=== shift_add_multiplier ===
shift_add_multiplier/final_congestion.png
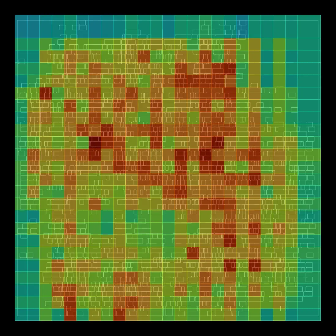

==> src/rtl/shift_add_multiplier.sv <==
// Iterative radix-2 shift-and-add multiplier, signed or unsigned, one bit per cycle.
// Start/ready/done responder for the execute stage; product is registered and held.
module shift_add_multiplier #(
  parameter int WIDTH = 32
) (
  input  logic               clk,
  input  logic               reset,
  input  logic               start,
  input  logic               m_signed,
  input  logic [WIDTH-1:0]   src_a,
  input  logic [WIDTH-1:0]   src_b,
  output logic               ready,
  output logic               done,
  output logic [2*WIDTH-1:0] product
);

  localparam int CW = (WIDTH > 1) ? $clog2(WIDTH) : 1;

  typedef enum logic [1:0] {IDLE = 2'd0, BUSY = 2'd1, DONE = 2'd2} state_t;

  typedef struct packed {
    logic             sgn;
    logic [WIDTH-1:0] mcand;
    logic [WIDTH-1:0] mplier;
  } req_t;

  state_t             state, state_nxt;
  req_t               req;
  logic [2*WIDTH-1:0] acc;
  logic [CW-1:0]      cnt;

  logic               accept;
  logic               last;
  logic [WIDTH:0]     sum;
  logic [2*WIDTH-1:0] acc_nxt;

  // The most-negative input negates to itself, which read unsigned is its true magnitude.
  function automatic logic [WIDTH-1:0] mag(input logic [WIDTH-1:0] v, input logic s);
    mag = (s && v[WIDTH-1]) ? (~v + WIDTH'(1)) : v;
  endfunction

  assign accept = (state == IDLE) && start;
  assign last   = (cnt == CW'(WIDTH-1));

  // Carry of the WIDTH+1 bit add becomes the new accumulator MSB after the shift.
  assign sum     = {1'b0, acc[2*WIDTH-1:WIDTH]} + (req.mplier[0] ? {1'b0, req.mcand} : '0);
  assign acc_nxt = {sum, acc[WIDTH-1:1]};

  always_ff @(posedge clk or negedge reset) begin
    if (!reset) state <= IDLE;
    else        state <= state_nxt;
  end

  always_comb begin
    state_nxt = state;
    case (state)
      IDLE:    if (start) state_nxt = BUSY;
      BUSY:    if (last)  state_nxt = DONE;
      DONE:    state_nxt = IDLE;
      default: state_nxt = IDLE;
    endcase
  end

  always_comb begin
    ready = (state == IDLE);
    done  = (state == DONE);
  end

  always_ff @(posedge clk or negedge reset) begin
    if (!reset) begin
      req     <= '0;
      acc     <= '0;
      cnt     <= '0;
      product <= '0;
    end else if (accept) begin
      req.sgn    <= m_signed & (src_a[WIDTH-1] ^ src_b[WIDTH-1]);
      req.mcand  <= mag(src_a, m_signed);
      req.mplier <= mag(src_b, m_signed);
      acc        <= '0;
      cnt        <= '0;
    end else if (state == BUSY) begin
      acc        <= acc_nxt;
      req.mplier <= req.mplier >> 1;
      cnt        <= cnt + CW'(1);
      if (last) product <= req.sgn ? (~acc_nxt + (2*WIDTH)'(1)) : acc_nxt;
    end
  end

endmodule

==> config.mk <==
export PLATFORM = sky130hd
export DESIGN_NAME = shift_add_multiplier
export DESIGN_NICKNAME = d
export VERILOG_FILES = /design/src/rtl/shift_add_multiplier.sv
export SDC_FILE = /design/constraint.sdc
export NUM_CORES = 1
export LEC_CHECK = 0
export ABC_CLOCK_PERIOD_IN_PS = 9100
export CAP_MARGIN = 20
export CORE_UTILIZATION = 45
export DETAILED_ROUTE_END_ITERATION = 10
export PLACE_DENSITY = 0.78
export SETUP_SLACK_MARGIN = 0.05
export SYNTH_ARGS = -nofsm -noshare
export SYNTH_HDL_FRONTEND = slang
export SYNTH_SLANG_ARGS = --single-unit
==> constraint.sdc <==
create_clock -name clk -period 9.1 [get_ports clk]
set_input_delay 1.82 -clock clk [delete_from_list [all_inputs] [get_ports clk]]
set_output_delay 1.82 -clock clk [all_outputs]
set_load 0.1 [all_outputs]
=== event_filter_roi ===
`src/rtl/event_pkg.sv`:
```
// event_pkg: shared widths, polarity-mode encodings and event record for the
// DVS event filter.
package event_pkg;

   localparam int XW_DEF    = 8;
   localparam int YW_DEF    = 8;
   localparam int TW_DEF    = 16;
   localparam int DEPTH_DEF = 8;
   localparam int CW_DEF    = 16;

   localparam logic [1:0] MODE_ALL  = 2'b00;
   localparam logic [1:0] MODE_ON   = 2'b01;
   localparam logic [1:0] MODE_OFF  = 2'b10;
   localparam logic [1:0] MODE_NONE = 2'b11;

   typedef struct packed {
      logic [XW_DEF-1:0] x;
      logic [YW_DEF-1:0] y;
      logic [TW_DEF-1:0] t;
      logic              p;
   } event_t;

   // MODE_NONE falls through every term and so rejects all events
   function automatic logic mode_ok(input logic [1:0] mode, input logic p);
      return (mode == MODE_ALL) || (mode == MODE_ON && p) || (mode == MODE_OFF && !p);
   endfunction

endpackage

```
`src/rtl/event_fifo.sv`:
```
// event_fifo: first-word-fall-through synchronous FIFO; full/empty derive from
// the occupancy count, and the head reads as zero while empty.
module event_fifo #(
   parameter int WIDTH = 33,
   parameter int DEPTH = 8
) (
   input  logic                       clk,
   input  logic                       rst_n,
   input  logic                       push_i,
   input  logic [WIDTH-1:0]           din_i,
   input  logic                       pop_i,
   output logic [WIDTH-1:0]           dout_o,
   output logic                       full_o,
   output logic                       empty_o,
   output logic [$clog2(DEPTH):0]     level_o
);

   localparam int AW = $clog2(DEPTH);

   logic [WIDTH-1:0] mem_q [DEPTH];
   logic [AW-1:0]    wptr_q, wptr_d, rptr_q, rptr_d;
   logic [AW:0]      level_q, level_d;
   logic             do_push, do_pop;

   assign empty_o = level_q == '0;
   assign full_o  = level_q == (AW+1)'(DEPTH);
   assign level_o = level_q;
   assign dout_o  = empty_o ? '0 : mem_q[rptr_q];

   // a full FIFO still takes a write when the head leaves in the same cycle
   assign do_pop  = pop_i && !empty_o;
   assign do_push = push_i && (!full_o || do_pop);

   always_comb begin
      wptr_d  = do_push ? wptr_q + 1'b1 : wptr_q;
      rptr_d  = do_pop ? rptr_q + 1'b1 : rptr_q;
      level_d = level_q + (AW+1)'(do_push) - (AW+1)'(do_pop);
   end

   always_ff @(posedge clk or negedge rst_n) begin
      if (!rst_n) begin
         wptr_q  <= '0;
         rptr_q  <= '0;
         level_q <= '0;
      end else begin
         wptr_q  <= wptr_d;
         rptr_q  <= rptr_d;
         level_q <= level_d;
      end
   end

   always_ff @(posedge clk) begin
      if (do_push) mem_q[wptr_q] <= din_i;
   end

endmodule

```
`src/rtl/event_filter_roi.sv`:
```
// event_filter_roi: polarity-mode and rectangular ROI filter for address
// events, buffered in an FWFT FIFO with saturating reject/overflow counters.
module event_filter_roi
   import event_pkg::*;
#(
   parameter int XW    = XW_DEF,
   parameter int YW    = YW_DEF,
   parameter int TW    = TW_DEF,
   parameter int DEPTH = DEPTH_DEF,
   parameter int CW    = CW_DEF
) (
   input  logic                      clk,
   input  logic                      rst_n,
   input  logic                      in_valid,
   output logic                      in_ready,
   input  logic [XW-1:0]             in_x,
   input  logic [YW-1:0]             in_y,
   input  logic [TW-1:0]             in_t,
   input  logic                      in_p,
   input  logic [1:0]                cfg_mode,
   input  logic [XW-1:0]             cfg_x_min,
   input  logic [XW-1:0]             cfg_x_max,
   input  logic [YW-1:0]             cfg_y_min,
   input  logic [YW-1:0]             cfg_y_max,
   input  logic                      cnt_clr,
   output logic                      out_valid,
   input  logic                      out_ready,
   output logic [XW-1:0]             out_x,
   output logic [YW-1:0]             out_y,
   output logic [TW-1:0]             out_t,
   output logic                      out_p,
   output logic [$clog2(DEPTH):0]    fifo_level,
   output logic [CW-1:0]             filt_count,
   output logic [CW-1:0]             ovf_count
);

   localparam int EW = XW + YW + TW + 1;

   logic          stg_valid_q, stg_valid_d;
   logic          stg_pass_q, stg_pass_d;
   logic [EW-1:0] stg_ev_q, stg_ev_d;
   logic [CW-1:0] filt_q, filt_d, ovf_q, ovf_d;
   logic          pass, push, pop, fifo_full, fifo_empty, filt_inc, ovf_inc;

   assign in_ready = 1'b1;

   // an inverted window (min > max) fails one of the two bounds for every address
   assign pass = mode_ok(cfg_mode, in_p)
              && in_x >= cfg_x_min && in_x <= cfg_x_max
              && in_y >= cfg_y_min && in_y <= cfg_y_max;

   always_comb begin
      stg_valid_d = in_valid;
      stg_pass_d  = in_valid ? pass : stg_pass_q;
      stg_ev_d    = in_valid ? {in_x, in_y, in_t, in_p} : stg_ev_q;
   end

   assign push     = stg_valid_q && stg_pass_q;
   assign pop      = out_valid && out_ready;
   assign filt_inc = stg_valid_q && !stg_pass_q;
   assign ovf_inc  = push && fifo_full && !pop;

   always_comb begin
      filt_d = cnt_clr ? '0 : (filt_inc && filt_q != '1) ? filt_q + 1'b1 : filt_q;
      ovf_d  = cnt_clr ? '0 : (ovf_inc && ovf_q != '1) ? ovf_q + 1'b1 : ovf_q;
   end

   always_ff @(posedge clk or negedge rst_n) begin
      if (!rst_n) begin
         stg_valid_q <= 1'b0;
         stg_pass_q  <= 1'b0;
         stg_ev_q    <= '0;
         filt_q      <= '0;
         ovf_q       <= '0;
      end else begin
         stg_valid_q <= stg_valid_d;
         stg_pass_q  <= stg_pass_d;
         stg_ev_q    <= stg_ev_d;
         filt_q      <= filt_d;
         ovf_q       <= ovf_d;
      end
   end

   event_fifo #(.WIDTH(EW), .DEPTH(DEPTH)) u_fifo (
      .clk     (clk),
      .rst_n   (rst_n),
      .push_i  (push),
      .din_i   (stg_ev_q),
      .pop_i   (pop),
      .dout_o  ({out_x, out_y, out_t, out_p}),
      .full_o  (fifo_full),
      .empty_o (fifo_empty),
      .level_o (fifo_level)
   );

   assign out_valid  = !fifo_empty;
   assign filt_count = filt_q;
   assign ovf_count  = ovf_q;

endmodule

```
`config.mk`:
```
export PLATFORM = sky130hd
export DESIGN_NAME = event_filter_roi
export DESIGN_NICKNAME = d
export VERILOG_FILES = /design/src/rtl/event_pkg.sv /design/src/rtl/event_fifo.sv /design/src/rtl/event_filter_roi.sv
export SDC_FILE = /design/constraint.sdc
export NUM_CORES = 1
export LEC_CHECK = 0
export ABC_AREA = 1
export CAP_MARGIN = 20
export CORE_MARGIN = 8
export CORE_UTILIZATION = 50
export DETAILED_ROUTE_END_ITERATION = 7
export PLACE_DENSITY = 0.71
export SYNTH_ARGS = -nofsm -noshare
export SYNTH_HDL_FRONTEND = slang
export SYNTH_SLANG_ARGS = --single-unit
```
`constraint.sdc`:
```
create_clock -name clk -period 6.6 [get_ports clk]
set_clock_uncertainty 0.15 [all_clocks]
set_input_delay 1.32 -clock clk [delete_from_list [all_inputs] [get_ports clk]]
set_output_delay 1.32 -clock clk [all_outputs]
set_load 0.02 [all_outputs]
```

## Gallery

Sequential cells grouped by signal name.
(a)
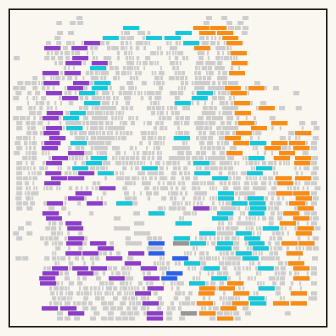
(b)
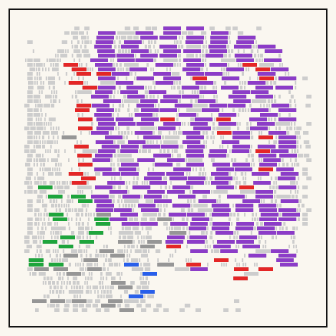
The one with the most sequential cells is (b).
- shift_add_multiplier = (a)
- event_filter_roi = (b)

Key to (a):
| colour | netlist name | placed flops |
|---|---|---|
| orange | `product` | 64 |
| purple | `req` | 65 |
| blue | `cnt` | 5 |
| cyan | `acc` | 63 |

event_filter_roi/pins.png
Pins as bars across the die edge, other pins in grey.
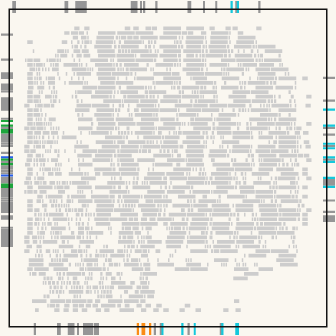
| colour | port | pins | direction | edge |
|---|---|---|---|---|
| green | `cfg_x_min` | 8 | input | left |
| cyan | `in_t` | 16 | input | 8 right, 6 bottom, 2 top |
| blue | `cfg_mode` | 2 | input | left |
| orange | `fifo_level` | 4 | output | bottom |
all pins by edge: 64 left, 31 bottom, 26 top, 22 right
DIE WIDTH: 189 um
DIE HEIGHT: 189 um

==> metrics.yaml, event_filter_roi <==
synthesis.area_mm2: 0.0150
min_period_ps: 5210
finalNonFillerCells: 1956
placed_cell_area_mm2: 0.0168
cts_tree: "built"
clockBufferDepth: 3
power_switching_uw: 2250
synth_cells: 1409
compound_area_share_pct: 9.85
finalHoldViolCount: 0
postLayoutSetupSlackWorst_ps: 1390
path_buffers: 3
final-setup-viol-count: 0
grt_max_degree: 76
fin_area_mm2: 0.0179
fin_nets: 1654
post_drt_wl_per_cell_um: 17.7
clk_transition_reported_paths_ps: 60
hpwl_um: 20800
ff_type: "edfxtp_1"
reg2reg_to: "u_fifo.mem_q[4][22]"
synthMuxAreaShare_pct: 0
synthTopLogicFamily: "simple AND/OR/NAND/NOR gates"
cts_made_buffers: 35
drt_iter0_markers: 730
r2r_setup_slack_ps: 3030
cp.depth: 7
post-place-ws_ps: 1980
end_kind: "output pin"
wl_met2_um: 16400
whs_path_depth: 2
ys_sh_xor_pct: 1.17
worstHoldStart: "filt_count[1]"
ys_cells: 1409
drive_gt1_share_pct: 6.64
routabilityCongestion: 0.875
crit_chain: "clkinv_2 > buf_4 > o21ai_0 > o21ai_0 > o21ai_0 > a31oi_1 > clkdlybuf4s50_1"
regArea_mm2: 0.00986
cts_hold_buf: 0
cts_sinks: 341
synth_area_leader_cell: "edfxtp_1"
p_int_uw: 4300
ios: 143
postSynthSeqShare_pct: 65.7
worstSetupEndpoint: "out_x[4]"
status: "finished clean"
finalCritPeriodShare_pct: 79.0
tool_warnings: 27
io_buffers: 141
vias: 10500
wl_met1_um: 15200
fa_ha_area_share_pct: 3.64
post_cts_resized: 0
event_filter_roi: sequential cells by signal (all words and copies together), names as in the netlist:
name	cells
stg_valid_q	1
u_fifo.level_o	4
u_fifo.rptr_q	3
ovf_count	16
filt_count	16
u_fifo.wptr_q	3
stg_ev_q	33
stg_pass_q	1
u_fifo.mem_q	264
event_filter_roi: area by class of cell:
class	count	area share, %
Clock buffer	48	5.39
Clock inverter	16	0.630
Inverter	90	1.93
Multi-Input combinational cell	913	25.6
Sequential cell	341	55.1
Tap cell	390	2.73
Timing Repair Buffer	158	8.56
shift_add_multiplier/pins.png
Pins as bars across the die edge, other pins in grey.
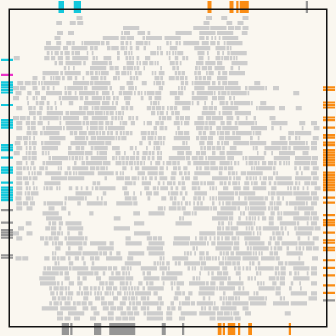
| colour | port | pins | direction | edge |
|---|---|---|---|---|
| orange | `product` | 64 | output | 43 right, 11 bottom, 10 top |
| magenta | `m_signed` | 1 | input | left |
| cyan | `src_a` | 32 | input | 25 left, 7 top |
all pins by edge: 44 right, 38 bottom, 34 left, 18 top
Port Buffers: 133
DIE HEIGHT: 172 um
DIE WIDTH: 172 um

About shift_add_multiplier/final_congestion.png:
Most Crowded Layer GR: met2
met1 Use GR: 33.2%

==> metrics.yaml, shift_add_multiplier <==
status: "finished clean"
whs_path_depth: 2
top_cells_by_count: "264 x nand2_1, 215 x o21ai_0, 199 x dfrtp_1, 76 x xor2_1, 66 x nor2_1"
post_drt_wl_per_cell_um: 16.8
seq_share_pct: 33.2
compound_area_share_pct: 22.8
top_layer: "met4"
cp_top_family: "simple AND/OR/NAND/NOR gates"
ios: 134
ant_nets: 0
cts_root_buf: "clkbuf_16"
post-place-ws_ps: 4370
drt_iter0_markers: 912
cts_setup_buffers: 0
critPathMaxStageDelay_ps: 820
crit_required_ps: 9420
die_area_mm2: 0.0295
finalHoldViolCount: 0
top_cell: "nand2_1"
fin_nets: 1670
place_inst: 1923
edf_count: 0
totalWireLength_um: 32800
powerSeq_uw: 1540
synth_flops: 199
avgSynthCellArea_um2: 8.69
cts_hold_buf: 0
initCoreUtil_pct: 46.2
end_kind: "flip-flop"
placed_cell_area_mm2: 0.0144
worstHoldStart: "req[42]"
ys_sh_simple_pct: 20.6
lay_top_cells: "262 x nand2_1, 215 x o21ai_0, 199 x dfrtp_1"
fillers: 2593
finalCritPeriodShare_pct: 50.0
pwr_density_cell_mw_per_mm2: 392
synthDistinctLibCells: 98
power_uw: 5880
powerClk_uw: 772
p_leak_uw: 0.00613
track_usage_pct: 23.0
combGateArea_mm2: 0.00747
syn_to_final_growth_pct: 15.9
ir_worst_vdd_mv: 0.205
dominant_cells: "logic gates"
clockBufferDepth: 2
buffers: 141
wl_met2_um: 14800
synth_area_leader_cell: "dfrtp_1"
[shift_add_multiplier: flip-flops by register name, indices dropped and copies added (netlist names)]
register / count
state: 2
product: 64
req: 65
cnt: 5
acc: 63
[shift_add_multiplier: how the worst max path moves through the flow]
stage,startpoint,cells after the start,endpoint,slack (ps)
2_1_floorplan,src_a[8],9,req[61],5170
3_3_place_gp,src_a[6],10,req[61],4420
4_1_cts,req[0],13,product[61],4610
3_5_place_dp,src_a[6],10,req[61],4370
6_report,req[0],12,product[61],4550
5_1_grt,req[0],12,product[61],4220

=== hazard_ctrl ===
hazard_ctrl/final_congestion.png
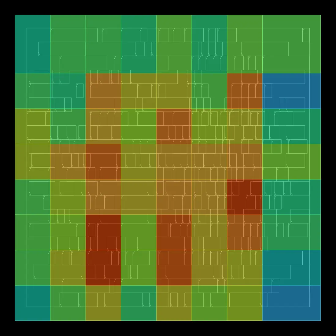
hazard_ctrl/registers.png
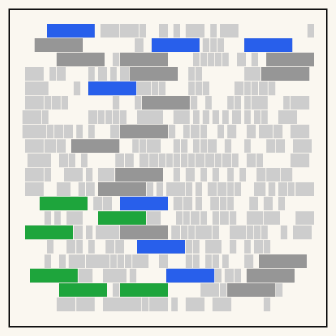
--- src/rtl/hazard_ctrl.sv ---
`default_nettype none
// +----------------------------------------------------------------------------+
// | Module      : hazard_ctrl                                                  |
// | Description : Hazard and forwarding controller for the in-order pipeline. |
// |               Shadows the EX/MEM/WB destinations and produces the decode  |
// |               forwarding selects, fetch/decode stalls, the EX bubble and  |
// |               the multi-cycle mul/div occupancy.                          |
// | Config      : HAZARD_ALU_FWD_EN - when defined, an EX-stage non-load      |
// |               producer is forwarded from ALU_out (2'b10); otherwise it    |
// |               stalls until the result reaches WB.                         |
// | Revision    : 1.0 - initial release                                       |
// +----------------------------------------------------------------------------+
module hazard_ctrl #(
   parameter int MULDIV_LAT = 8
) (
   input  logic       clk,
   input  logic       reset,
   input  logic       id_valid,
   input  logic [4:0] id_rs1,
   input  logic [4:0] id_rs2,
   input  logic       id_use_rs1,
   input  logic       id_use_rs2,
   input  logic [4:0] id_dst,
   input  logic       id_wen,
   input  logic       id_is_load,
   input  logic       id_is_muldiv,
   input  logic       dmem_busy,
   input  logic       flush,
   output logic [1:0] forward_a,
   output logic [1:0] forward_b,
   output logic       stall_f,
   output logic       stall_d,
   output logic       bubble_e,
   output logic       muldiv_busy
);

   localparam logic [5:0] C_MD_LOAD = 6'(MULDIV_LAT - 1);

   // Only the EX slot needs the load flag: MEM always stalls and WB always
   // forwards, whatever the producer kind.
   typedef struct packed {
      logic       v;
      logic [4:0] dst;
      logic       wen;
   } slot_t;

   slot_t      ex_q, ex_d, mem_q, mem_d, wb_q, wb_d;
   logic       ex_ld_q, ex_ld_d;
   logic [5:0] md_cnt_q, md_cnt_d;
   logic       flush_pend_q, flush_pend_d;

   logic       w_freeze, w_flush_eff, w_issue, w_raw_any;
   logic [2:0] w_res_a, w_res_b;

   function automatic logic slot_match(input slot_t s, input logic [4:0] r,
                                       input logic use_r);
      return s.v & s.wen & (s.dst != 5'd0) & (s.dst == r) & use_r;
   endfunction

   // Result is {raw_stall, fwd[1:0]}; youngest slot wins.
   function automatic logic [2:0] resolve(input slot_t ex, input logic ex_ld,
                                          input slot_t mem, input slot_t wb,
                                          input logic [4:0] r, input logic use_r);
      logic [2:0] res;
      res = 3'b000;
      if (slot_match(ex, r, use_r)) begin
`ifdef HAZARD_ALU_FWD_EN
         res = ex_ld ? 3'b100 : 3'b010;
`else
         res = 3'b100;
         if (ex_ld) res = 3'b100;
`endif
      end else if (slot_match(mem, r, use_r)) begin
         res = 3'b100;
      end else if (slot_match(wb, r, use_r)) begin
         res = 3'b001;
      end
      return res;
   endfunction

   // Hazard resolution, pipeline controls and next-state of all registers.
   always_comb begin
      w_res_a      = resolve(ex_q, ex_ld_q, mem_q, wb_q, id_rs1, id_use_rs1);
      w_res_b      = resolve(ex_q, ex_ld_q, mem_q, wb_q, id_rs2, id_use_rs2);
      muldiv_busy  = (md_cnt_q != 6'd0);
      w_freeze     = dmem_busy | muldiv_busy;
      w_flush_eff  = (flush | flush_pend_q) & ~w_freeze;
      w_raw_any    = id_valid & (w_res_a[2] | w_res_b[2]);
      // A killed instruction cannot cause a stall.
      stall_d      = w_freeze | (w_raw_any & ~w_flush_eff);
      stall_f      = stall_d;
      w_issue      = id_valid & ~stall_d & ~w_flush_eff;
      bubble_e     = ~w_freeze & ~w_issue;
      forward_a    = w_res_a[1:0];
      forward_b    = w_res_b[1:0];

      ex_d         = ex_q;
      ex_ld_d      = ex_ld_q;
      mem_d        = mem_q;
      wb_d         = wb_q;
      if (!w_freeze) begin
         wb_d    = mem_q;
         mem_d   = ex_q;
         ex_d    = '{v: w_issue, dst: id_dst, wen: id_wen};
         ex_ld_d = w_issue & id_is_load;
      end

      // Counter keeps running through dmem_busy so mul/div latency is fixed.
      md_cnt_d = md_cnt_q;
      if (w_issue && id_is_muldiv)  md_cnt_d = C_MD_LOAD;
      else if (md_cnt_q != 6'd0)    md_cnt_d = md_cnt_q - 6'd1;

      flush_pend_d = w_freeze ? (flush_pend_q | flush) : 1'b0;
   end

   // State registers with asynchronous reset.
   always_ff @(posedge clk or posedge reset) begin
      if (reset) begin
         ex_q         <= '0;
         ex_ld_q      <= 1'b0;
         mem_q        <= '0;
         wb_q         <= '0;
         md_cnt_q     <= 6'd0;
         flush_pend_q <= 1'b0;
      end else begin
         ex_q         <= ex_d;
         ex_ld_q      <= ex_ld_d;
         mem_q        <= mem_d;
         wb_q         <= wb_d;
         md_cnt_q     <= md_cnt_d;
         flush_pend_q <= flush_pend_d;
      end
   end

endmodule
`default_nettype wire

--- config.mk ---
export PLATFORM = sky130hd
export DESIGN_NAME = hazard_ctrl
export DESIGN_NICKNAME = d
export VERILOG_FILES = /design/src/rtl/hazard_ctrl.sv
export SDC_FILE = /design/constraint.sdc
export NUM_CORES = 1
export LEC_CHECK = 0
export ABC_AREA = 1
export ABC_CLOCK_PERIOD_IN_PS = 5100
export CORE_MARGIN = 2
export CORE_UTILIZATION = 56
export DETAILED_ROUTE_END_ITERATION = 10
export GPL_ROUTABILITY_DRIVEN = 0
export PLACE_DENSITY = 0.85
export SYNTH_ARGS = -nofsm -noshare
export SYNTH_HDL_FRONTEND = slang
export SYNTH_SLANG_ARGS = --single-unit
--- constraint.sdc ---
create_clock -name clk -period 5.1 [get_ports clk]
set_input_delay 1.53 -clock clk [delete_from_list [all_inputs] [get_ports clk]]
set_output_delay 1.53 -clock clk [all_outputs]
set_load 0.02 [all_outputs]
==> metrics.yaml <==
status: "finished clean"
grt_max_degree: 29
hold_path_class: "reg2reg"
drive_gt1_share_pct: 3.62
reg2reg_to: "md_cnt_q[1]"
min_period_ps: 4910
finalSetupTns_ps: 0
ys_chip_area_mm2: 0.00174
clkPwrFrac_pct: 11.6
postSynthSeqShare_pct: 40.4
end_kind: "output pin"
fillers: 273
worst_pin_slew_ps: 1000
die_h_um: 59.7
fin_nets: 304
whs_path_depth: 1
powerClk_uw: 108
pwr_density_cell_mw_per_mm2: 447
cts_hold_buf: 0
cp_max_fo: 4
async_flop_share_pct: 100
initCoreUtil_pct: 57.8
synthDistinctLibCells: 24
crit_required_ps: 3570
post_cts_resized: 0
io_buffers: 29
drt_iter0_markers: 116
hold-worst-slack_ps: 521
final-setup-viol-count: 0
avgSynthCellArea_um2: 7.03
critPathMaxStageDelay_ps: 630
crit_path_start_kind: "input pin"
cts_setup_buffers: 0
cts_made_buffers: 3
pg_comb_uw: 383
combGateArea_um2: 843
ys_cells: 247
rsz0062_at_grt: "no"
antenna_found_initial: 0
power_uw: 929
r2r-start: "md_cnt_q[0]"
seqPwrFrac_pct: 47.1
regArea_um2: 701
grt_pass1_vias: 1405
worstSetupEndpoint: "forward_b[0]"
wl_met1_um: 1750
power_switching_uw: 397
## Picture notes: hazard_ctrl/final_congestion.png
Routed WL per cell: 11.9 um
met2 usage: 36.2%
met1 Use GR: 32.4%
Most Crowded Layer GR: met2
GR Util All Layers: 22.8%

## Picture notes: hazard_ctrl/registers.png
| colour | netlist name | placed flops |
|---|---|---|
| blue | `mem_q` | 7 |
| green | `md_cnt_q` | 6 |
fin util: 69.2%
Seq. pwr: 438 uW

==> cell families (layout without fill, tap and decap cells) <==
group                    count (synthesis)  count (layout)  synth area share (%)
XOR/XNOR                                10              10                  5.05
AND/OR/NAND/NOR                        120             120                  29.0
buffers and inverters                   45              73                  11.2
other                                    1               2                 0.216
AND-OR/OR-AND                           41              41                  12.7
flip-flops                              28              28                  40.4
adder cells (fa/ha/maj)                  2               2                  1.44
==> metal layers <==
metal | vias to the layer above | track usage (%)
met5 | - | 0
met4 | 0 | 8.57
met3 | 4 | 1.95
met2 | 34 | 36.2
met1 | 733 | 32.4
li1 | 831 | -


==> screenshots <==
Wiring by layer.
Two of the layers only.
image #1
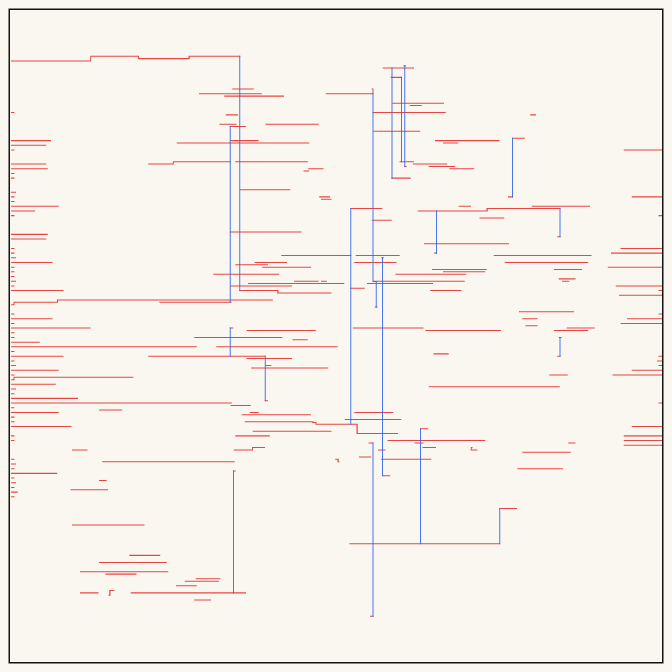
image #2
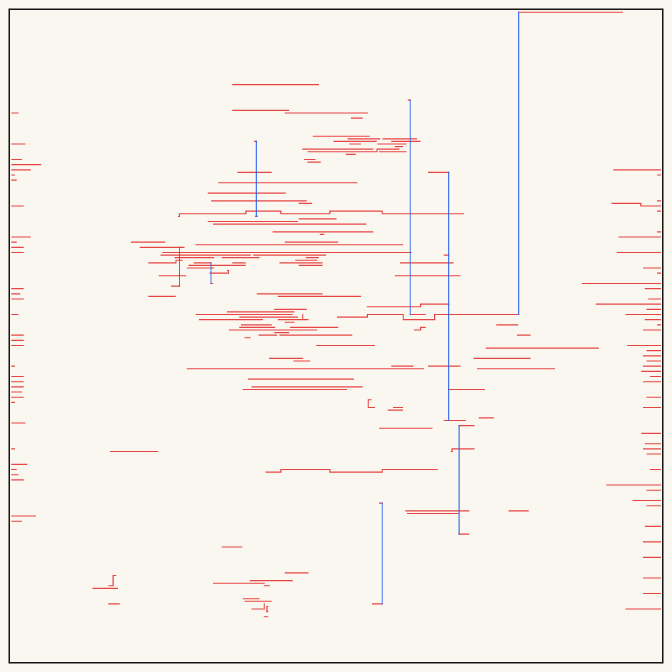
image #3
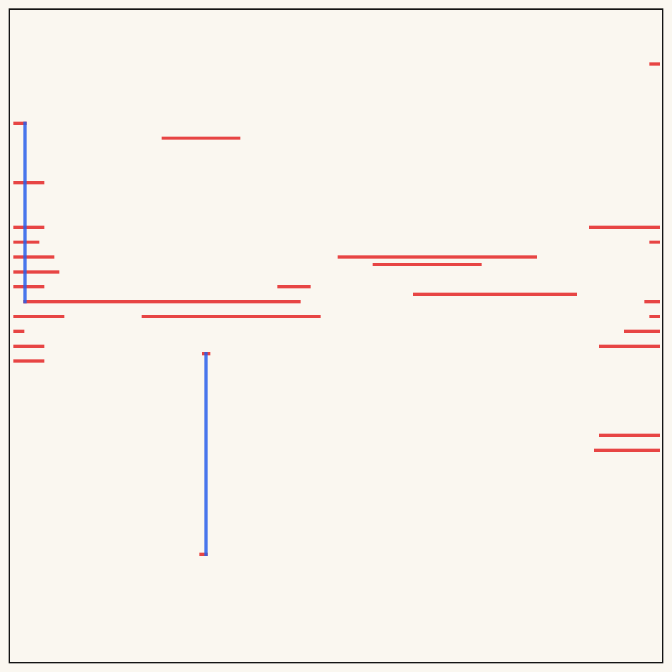
Image #1 is event_filter_roi.
Image #2 is shift_add_multiplier.
Image #3 is hazard_ctrl.

Power is estimated from default activity; no workload was simulated.
